######## instruction_prefetch_queue_flat ########
==> instruction_prefetch_queue_flat/met2.png <==
Bar = 50 um.
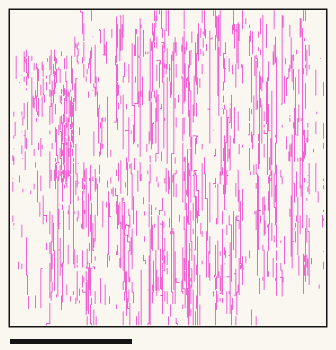

### src/rtl/instruction_prefetch_queue_if.sv
// Fetch-unit bus: instruction-memory read port, redirect request and the decode-facing queue head.
// Handshake: instr_valid/instr_ready. A transfer happens at the rising edge where both are high.
// While instr_valid is high, instruction and instr_pc stay stable until that transfer.
// instr_valid never depends on instr_ready.
interface instruction_prefetch_queue_if #(
  parameter int ADDRESS_WIDTH     = 9,
  parameter int INSTRUCTION_WIDTH = 32
);
  logic                         fetch_enable;
  logic                         mem_read_enable;
  logic [ADDRESS_WIDTH-3:0]     mem_read_address;
  logic [INSTRUCTION_WIDTH-1:0] mem_read_data;
  logic                         redirect;
  logic [ADDRESS_WIDTH-1:0]     redirect_pc;
  logic                         instr_valid;
  logic                         instr_ready;
  logic [INSTRUCTION_WIDTH-1:0] instruction;
  logic [ADDRESS_WIDTH-1:0]     instr_pc;

  modport master (
    input  fetch_enable, mem_read_data, redirect, redirect_pc, instr_ready,
    output mem_read_enable, mem_read_address, instr_valid, instruction, instr_pc
  );

  modport slave (
    output fetch_enable, mem_read_data, redirect, redirect_pc, instr_ready,
    input  mem_read_enable, mem_read_address, instr_valid, instruction, instr_pc
  );
endinterface

### src/rtl/instruction_prefetch_queue.sv
// Instruction fetch unit: owns the fetch PC, issues reads to a 1-cycle synchronous memory
// and buffers tagged words in a DEPTH-entry FIFO for decode; redirect flushes everything.
module instruction_prefetch_queue #(
  parameter int                       ADDRESS_WIDTH     = 9,
  parameter int                       INSTRUCTION_WIDTH = 32,
  parameter int                       DEPTH             = 4,
  parameter logic [ADDRESS_WIDTH-1:0] RESET_PC          = '0
) (
  input  logic                        clk,
  input  logic                        rst_n,
  instruction_prefetch_queue_if.master bus,
  output logic [1:0]                  dbg_state,
  output logic [$clog2(DEPTH):0]      dbg_count
);
  localparam int PW = $clog2(DEPTH);
  localparam int CW = PW + 1;

  typedef enum logic [1:0] {
    S_RUN       = 2'd0,
    S_FULL_HOLD = 2'd1,
    S_DISABLED  = 2'd2
  } state_t;

  state_t state, state_next;

  logic [ADDRESS_WIDTH-1:0]     fetch_pc;
  logic [ADDRESS_WIDTH-1:0]     pending_pc;
  logic                         pending;
  logic [INSTRUCTION_WIDTH-1:0] data_mem [DEPTH];
  logic [ADDRESS_WIDTH-1:0]     pc_mem   [DEPTH];
  logic [PW-1:0]                wr_ptr;
  logic [PW-1:0]                rd_ptr;
  logic [CW-1:0]                count;

  logic [CW:0]                  credit_used;
  logic                         credit_ok;
  logic                         issue;
  logic                         push;
  logic                         pop;
  logic                         head_valid;
  logic [CW-1:0]                count_next;
  logic                         pending_next;
  logic [CW:0]                  credit_next;

  // State register
  always_ff @(posedge clk) begin
    if (!rst_n) begin
      state <= S_RUN;
    end else begin
      state <= state_next;
    end
  end

  // Next-state logic: classify the coming cycle from its credit and fetch_enable
  always_comb begin
    count_next   = count;
    pending_next = 1'b0;
    if (bus.redirect) begin
      count_next   = '0;
      pending_next = 1'b0;
    end else begin
      count_next   = count + CW'(push) - CW'(pop);
      pending_next = issue;
    end
    credit_next = {1'b0, count_next} + (CW+1)'(pending_next);

    state_next = state;
    if (bus.redirect) begin
      state_next = bus.fetch_enable ? S_RUN : S_DISABLED;
    end else if (!bus.fetch_enable) begin
      state_next = S_DISABLED;
    end else if (credit_next >= (CW+1)'(DEPTH)) begin
      state_next = S_FULL_HOLD;
    end else begin
      state_next = S_RUN;
    end
  end

  // Output logic: credit counts queued plus in-flight words; a pop frees credit only next cycle
  always_comb begin
    credit_used = {1'b0, count} + (CW+1)'(pending);
    credit_ok   = credit_used < (CW+1)'(DEPTH);
    issue       = rst_n && bus.fetch_enable && !bus.redirect && credit_ok;
    push        = rst_n && pending && !bus.redirect;
    head_valid  = rst_n && !bus.redirect && (count != '0);
    pop         = head_valid && bus.instr_ready;

    bus.mem_read_enable  = issue;
    bus.mem_read_address = rst_n ? fetch_pc[ADDRESS_WIDTH-1:2] : RESET_PC[ADDRESS_WIDTH-1:2];
    bus.instr_valid      = head_valid;
    bus.instruction      = head_valid ? data_mem[rd_ptr] : '0;
    bus.instr_pc         = head_valid ? pc_mem[rd_ptr] : '0;

    dbg_state = state;
    dbg_count = count;
  end

  // Control and pointers; redirect discards both queued and in-flight words
  always_ff @(posedge clk) begin
    if (!rst_n) begin
      fetch_pc   <= RESET_PC;
      pending_pc <= RESET_PC;
      pending    <= 1'b0;
      wr_ptr     <= '0;
      rd_ptr     <= '0;
      count      <= '0;
    end else if (bus.redirect) begin
      fetch_pc   <= bus.redirect_pc & ~ADDRESS_WIDTH'(3);
      pending    <= 1'b0;
      wr_ptr     <= '0;
      rd_ptr     <= '0;
      count      <= '0;
    end else begin
      if (issue) begin
        fetch_pc   <= fetch_pc + ADDRESS_WIDTH'(4);
        pending_pc <= fetch_pc;
      end
      pending <= issue;
      if (push) begin
        wr_ptr <= wr_ptr + PW'(1);
      end
      if (pop) begin
        rd_ptr <= rd_ptr + PW'(1);
      end
      count <= count_next;
    end
  end

  // Storage carries no reset; the pointers alone define what is valid
  always_ff @(posedge clk) begin
    if (push) begin
      data_mem[wr_ptr] <= bus.mem_read_data;
      pc_mem[wr_ptr]   <= pending_pc;
    end
  end
endmodule

### src/flat_wrapper.sv
// flat-port wrapper written by rule: the top's interface ports become plain ports
module instruction_prefetch_queue_flat 
#(
  parameter int                       ADDRESS_WIDTH     = 9,
  parameter int                       INSTRUCTION_WIDTH = 32,
  parameter int                       DEPTH             = 4,
  parameter logic [ADDRESS_WIDTH-1:0] RESET_PC          = '0
)
  (clk, rst_n, dbg_state, dbg_count, bus_fetch_enable, bus_mem_read_data, bus_redirect, bus_redirect_pc, bus_instr_ready, bus_mem_read_enable, bus_mem_read_address, bus_instr_valid, bus_instruction, bus_instr_pc);
  instruction_prefetch_queue_if #(.ADDRESS_WIDTH(ADDRESS_WIDTH), .INSTRUCTION_WIDTH(INSTRUCTION_WIDTH)) bus_i ();
  input  logic clk;
  input  logic rst_n;
  output logic [1:0] dbg_state;
  output logic [$clog2(DEPTH):0] dbg_count;
  input wire logic [$bits(bus_i.fetch_enable)-1:0] bus_fetch_enable;
  input wire logic [$bits(bus_i.mem_read_data)-1:0] bus_mem_read_data;
  input wire logic [$bits(bus_i.redirect)-1:0] bus_redirect;
  input wire logic [$bits(bus_i.redirect_pc)-1:0] bus_redirect_pc;
  input wire logic [$bits(bus_i.instr_ready)-1:0] bus_instr_ready;
  output wire logic [$bits(bus_i.mem_read_enable)-1:0] bus_mem_read_enable;
  output wire logic [$bits(bus_i.mem_read_address)-1:0] bus_mem_read_address;
  output wire logic [$bits(bus_i.instr_valid)-1:0] bus_instr_valid;
  output wire logic [$bits(bus_i.instruction)-1:0] bus_instruction;
  output wire logic [$bits(bus_i.instr_pc)-1:0] bus_instr_pc;
  assign bus_i.fetch_enable = bus_fetch_enable;
  assign bus_i.mem_read_data = bus_mem_read_data;
  assign bus_i.redirect = bus_redirect;
  assign bus_i.redirect_pc = bus_redirect_pc;
  assign bus_i.instr_ready = bus_instr_ready;
  assign bus_mem_read_enable = bus_i.mem_read_enable;
  assign bus_mem_read_address = bus_i.mem_read_address;
  assign bus_instr_valid = bus_i.instr_valid;
  assign bus_instruction = bus_i.instruction;
  assign bus_instr_pc = bus_i.instr_pc;
  instruction_prefetch_queue #(.ADDRESS_WIDTH(ADDRESS_WIDTH), .INSTRUCTION_WIDTH(INSTRUCTION_WIDTH), .DEPTH(DEPTH), .RESET_PC(RESET_PC)) u_core (.clk(clk), .rst_n(rst_n), .bus(bus_i), .dbg_state(dbg_state), .dbg_count(dbg_count));
endmodule
### config.mk
export PLATFORM = sky130hd
export DESIGN_NAME = instruction_prefetch_queue_flat
export DESIGN_NICKNAME = d
export VERILOG_FILES = /design/src/rtl/instruction_prefetch_queue_if.sv /design/src/rtl/instruction_prefetch_queue.sv /design/src/flat_wrapper.sv
export SDC_FILE = /design/constraint.sdc
export NUM_CORES = 1
export LEC_CHECK = 0
export CAP_MARGIN = 25
export CORE_UTILIZATION = 45
export CTS_CLUSTER_SIZE = 16
export DETAILED_ROUTE_END_ITERATION = 7
export HOLD_SLACK_MARGIN = 0.12
export PLACE_DENSITY_LB_ADDON = 0.08
export SLEW_MARGIN = 20
export SYNTH_ARGS = -nofsm -noshare
export SYNTH_HDL_FRONTEND = slang
export SYNTH_SLANG_ARGS = --single-unit
### constraint.sdc
create_clock -name clk -period 3 [get_ports clk]
set_clock_uncertainty 0.1 [all_clocks]
set_input_delay 0.6 -clock clk [delete_from_list [all_inputs] [get_ports clk]]
set_output_delay 0.6 -clock clk [all_outputs]
set_load 0.01 [all_outputs]
######## vga_timing_gen ########
`config.mk`:
```
export PLATFORM = sky130hd
export DESIGN_NAME = vga_timing_gen
export DESIGN_NICKNAME = d
export VERILOG_FILES = /design/src/rtl/vga_timing_gen.sv
export SDC_FILE = /design/constraint.sdc
export NUM_CORES = 1
export LEC_CHECK = 0
export CAP_MARGIN = 25
export CORE_MARGIN = 2
export CORE_UTILIZATION = 50
export CTS_CLUSTER_DIAMETER = 200
export DETAILED_ROUTE_END_ITERATION = 8
export PLACE_DENSITY = 0.79
export SLEW_MARGIN = 25
export SYNTH_ARGS = -nofsm -noshare
export SYNTH_HDL_FRONTEND = slang
export SYNTH_SLANG_ARGS = --single-unit
```
`constraint.sdc`:
```
create_clock -name clk -period 2.86 [get_ports clk]
set_input_delay 0.286 -clock clk [delete_from_list [all_inputs] [get_ports clk]]
set_output_delay 0.286 -clock clk [all_outputs]
set_load 0.01 [all_outputs]
```
`src/rtl/vga_timing_gen.sv`:
```
// vga_timing_gen: raster x/y counter with one-clk-delayed sync/blank decode aligned to the encoder's px_data
module vga_timing_gen #(
  parameter int H_ACTIVE = 640,
  parameter int H_FP = 16,
  parameter int H_SYNC = 96,
  parameter int H_BP = 48,
  parameter int V_ACTIVE = 480,
  parameter int V_FP = 10,
  parameter int V_SYNC = 2,
  parameter int V_BP = 33,
  parameter int CLK_DIV = 2,
  parameter bit SYNC_POL = 1'b0
) (
  input  logic        clk,
  input  logic        rst,
  input  logic        en,
  output logic [10:0] x,
  output logic [10:0] y,
  output logic        px_tick,
  output logic        hsync,
  output logic        vsync,
  output logic        video_on,
  output logic        frame_start
);
  localparam int H_TOTAL = H_ACTIVE + H_FP + H_SYNC + H_BP;
  localparam int V_TOTAL = V_ACTIVE + V_FP + V_SYNC + V_BP;
  localparam int DW = CLK_DIV > 1 ? $clog2(CLK_DIV) : 1;
  localparam logic [DW-1:0] DIV_LAST = DW'(CLK_DIV - 1);
  localparam logic [10:0] H_LAST = 11'(H_TOTAL - 1);
  localparam logic [10:0] V_LAST = 11'(V_TOTAL - 1);
  localparam logic [10:0] HS_B = 11'(H_ACTIVE + H_FP);
  localparam logic [10:0] HS_E = 11'(H_ACTIVE + H_FP + H_SYNC);
  localparam logic [10:0] VS_B = 11'(V_ACTIVE + V_FP);
  localparam logic [10:0] VS_E = 11'(V_ACTIVE + V_FP + V_SYNC);
  localparam logic [10:0] HA = 11'(H_ACTIVE);
  localparam logic [10:0] VA = 11'(V_ACTIVE);
  logic [DW-1:0] div_cnt;
  logic adv, hs_n, vs_n, vo_n;
  always_comb begin
    adv = en && (div_cnt == DIV_LAST);
    hs_n = (x >= HS_B && x < HS_E) ? SYNC_POL : ~SYNC_POL;
    vs_n = (y >= VS_B && y < VS_E) ? SYNC_POL : ~SYNC_POL;
    vo_n = (x < HA) && (y < VA);
  end
  always_ff @(posedge clk or negedge rst) begin
    if (!rst) begin
      div_cnt <= '0;
      x <= '0;
      y <= '0;
      px_tick <= 1'b0;
      hsync <= ~SYNC_POL;
      vsync <= ~SYNC_POL;
      video_on <= 1'b0;
      frame_start <= 1'b0;
    end else begin
      div_cnt <= (adv || !en) ? '0 : div_cnt + 1'b1;
      x <= adv ? (x == H_LAST ? '0 : x + 1'b1) : x;
      y <= (adv && x == H_LAST) ? (y == V_LAST ? '0 : y + 1'b1) : y;
      px_tick <= adv;
      hsync <= hs_n;
      vsync <= vs_n;
      video_on <= vo_n;
      // (0,0) right after a tick can only come from the frame wrap, never from reset
      frame_start <= px_tick && x == '0 && y == '0;
    end
  end
endmodule
```
==> instruction_prefetch_queue_flat/metal_stack.png <==
Bar = 50 um. Only two layers are drawn.
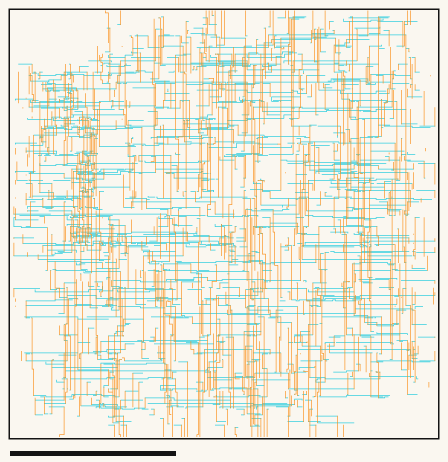
[met2] orange | wire length: 7170 um
[met1] cyan | wire length: 6190 um
Detailed Route WL: 14.21 mm
WL/cell: 19.02 um
total number of vias: 3913
gr usage total: 0.1810

## Picture notes: instruction_prefetch_queue_flat/met2.png
nets with wire on the layer: 506
longest straight run: 81.6 um
GR Layer Usage met2: 0.3075

==> results.py, instruction_prefetch_queue_flat <==
# Generated from Yosys and OpenROAD reports
metrics = {
    "finish": {
        "num_antenna_cells": 0,
        "comb_area_frac": 0.2022,
        "lay_top_cells": "edfxtp_1, clkdlybuf4s50_1, and3_1",
        "final_cells": 747,
        "layout_top_cell": "edfxtp_1",
        "sh_seq_area": 0.5573,
        "syn2layout_area_growth_pct": 28.72,
        "drive_gt1_frac": 0.1883,
        "regMostFlops": "u_core.data_mem",
    },
    "worst_setup_path": {
        "startpoint_type": "primary input",
        "path_buffers": 3,
        "reg2reg_depth": 10,
        "endpoint": "bus_instruction[18]",
        "worstPathArrival_ns": 2.25,
        "crit_cells": 5,
        "timing.reg2reg.setup_slack_ns": 0.41,
        "crit_top_cell": "clkdlybuf4s50_1",
    },
    "pwr": {
        "pg_clk_mw": 2.33,
        "internal_power_mw": 4.319,
        "seq-power_mw": 2.77,
        "power.total_mw": 5.274,
        "vdd_ir_drop_max_v": 0.0004991,
    },
    "status": {
        "status": "finished clean",
    },
    "final_timing": {
        "hold_slack_ns": 0.4189,
    },
    "cts": {
        "cts_root_buffer": "clkbuf_16",
        "cts_buffers": 17,
        "cts_sinks": 182,
        "clock_path_buffers": 2,
    },
    "min_path": {
        "min-delay-start": "u_core.pending_pc[4]$_SDFFE_PN0P_",
    },
    "flow_run": {
        "warnings": 31,
        "cap_viol_max_count": 0,
    },
    "yosys": {
        "simple_gate_area_frac": 0.08079,
        "synth.largest_area_cell": "edfxtp_1",
        "synth.avg_cell_area_um2": 18.20,
        "xor_area_frac": 0.006029,
        "aoi_share": 0.01998,
        "netlist_logic_family_top": "multiplexers",
    },
    "routing": {
        "first_iter_violations": 202,
        "antenna_left": 0,
    },
    "place": {
        "place_area_um2": 8583,
        "io_buffers": 96,
    },
    "global_routing": {
        "grt_util_met3": 0.03592,
    },
}
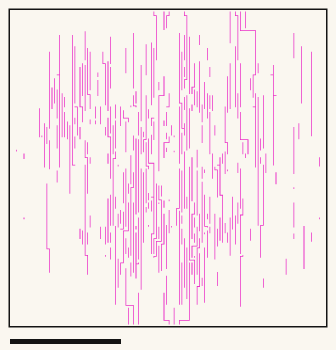
(vga_timing_gen/met2.png)
Bar = 20 um.
share of all routed wire: 48%
wire length on this layer: 1540 um
nets with wire on the layer: 159
main direction: vertical
GR Layer Usage met2: 0.3350
Detailed Route WL: 3.177 mm
total number of vias: 1240

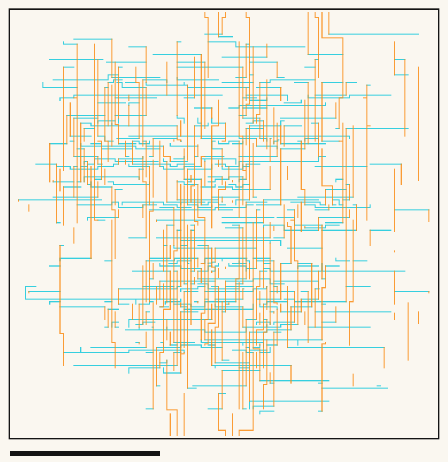
(vga_timing_gen/metal_stack.png)
Bar = 20 um. Only two layers are drawn.
[met2] orange | wire length: 1540 um
[met1] cyan | wire length: 1390 um

==> results.py, vga_timing_gen <==
# Generated from Yosys and OpenROAD reports
metrics = {
    "status": {
        "status": "finished clean",
    },
    "yosys": {
        "yosysWarnings": 0,
        "postSynth.asyncResetShare": 1.000,
        "ys_area_um2": 1410,
        "flop_cell": "dfrtp_1",
        "netlist_logic_family_top": "simple AND/OR/NAND/NOR gates",
    },
    "global_routing": {
        "antenna_found_initial": 0,
        "grt_max_degree": 29,
    },
    "worst_setup_path": {
        "rr_endpoint": "y[4]$_DFFE_PN0P_",
        "critPathSlowestCell": "or4_1",
        "startpoint": "x[5]$_DFFE_PN0P_",
    },
    "final_timing": {
        "relSlewSlack": 0.6040,
    },
    "finish": {
        "num-fill-cells": 235,
    },
    "pwr": {
        "comb_power_share": 0.177,
        "power_frac_seq": 0.530,
    },
    "cts": {
        "cts_tree": "built",
    },
    "place": {
        "place_area_um2": 1729,
    },
}

==> screenshots <==
The metal 3 layer.
panel A
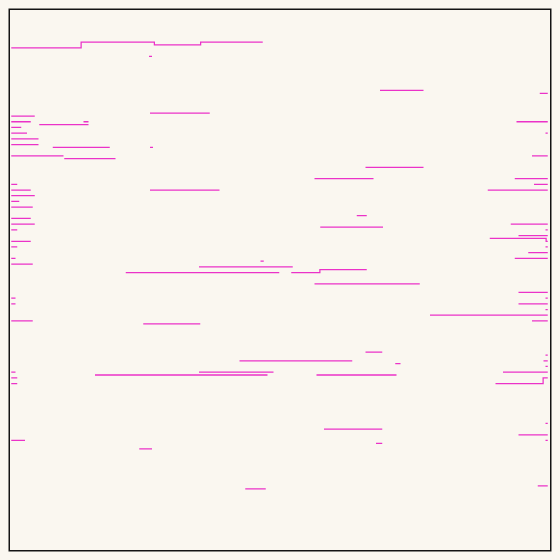
panel B
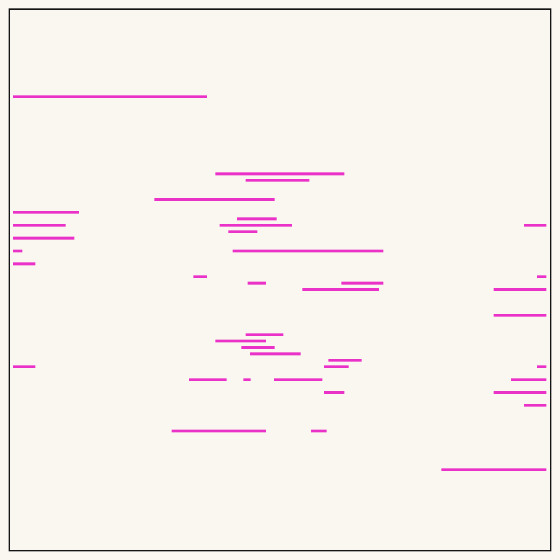
Panel B is vga_timing_gen.
Panel A is instruction_prefetch_queue_flat.

Key to panel A:
main direction: horizontal
wire length on this layer: 681 um
nets with wire on the layer: 68



## Gallery

Supply network.
(a)
Bar = 50 um. Pins as bars on the die edge.
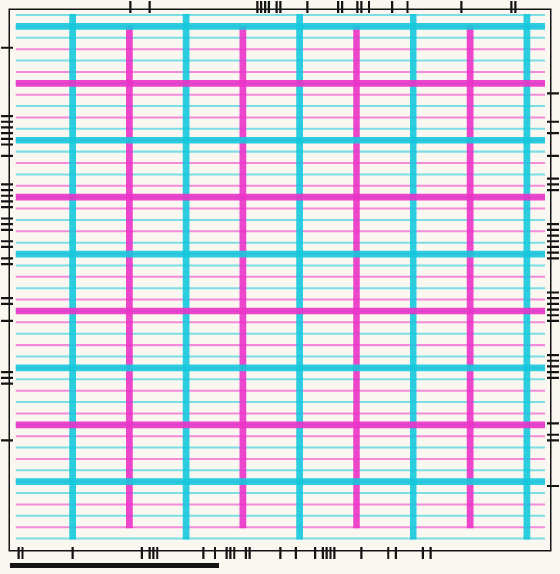
(b)
Bar = 20 um. Pins as bars on the die edge.
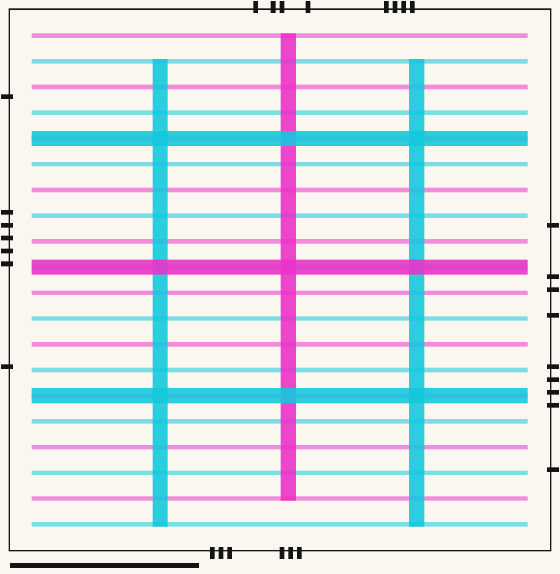
(b): vga_timing_gen
(a): instruction_prefetch_queue_flat
The one with the largest die is (a).

Power and IR drop assume default switching activity.
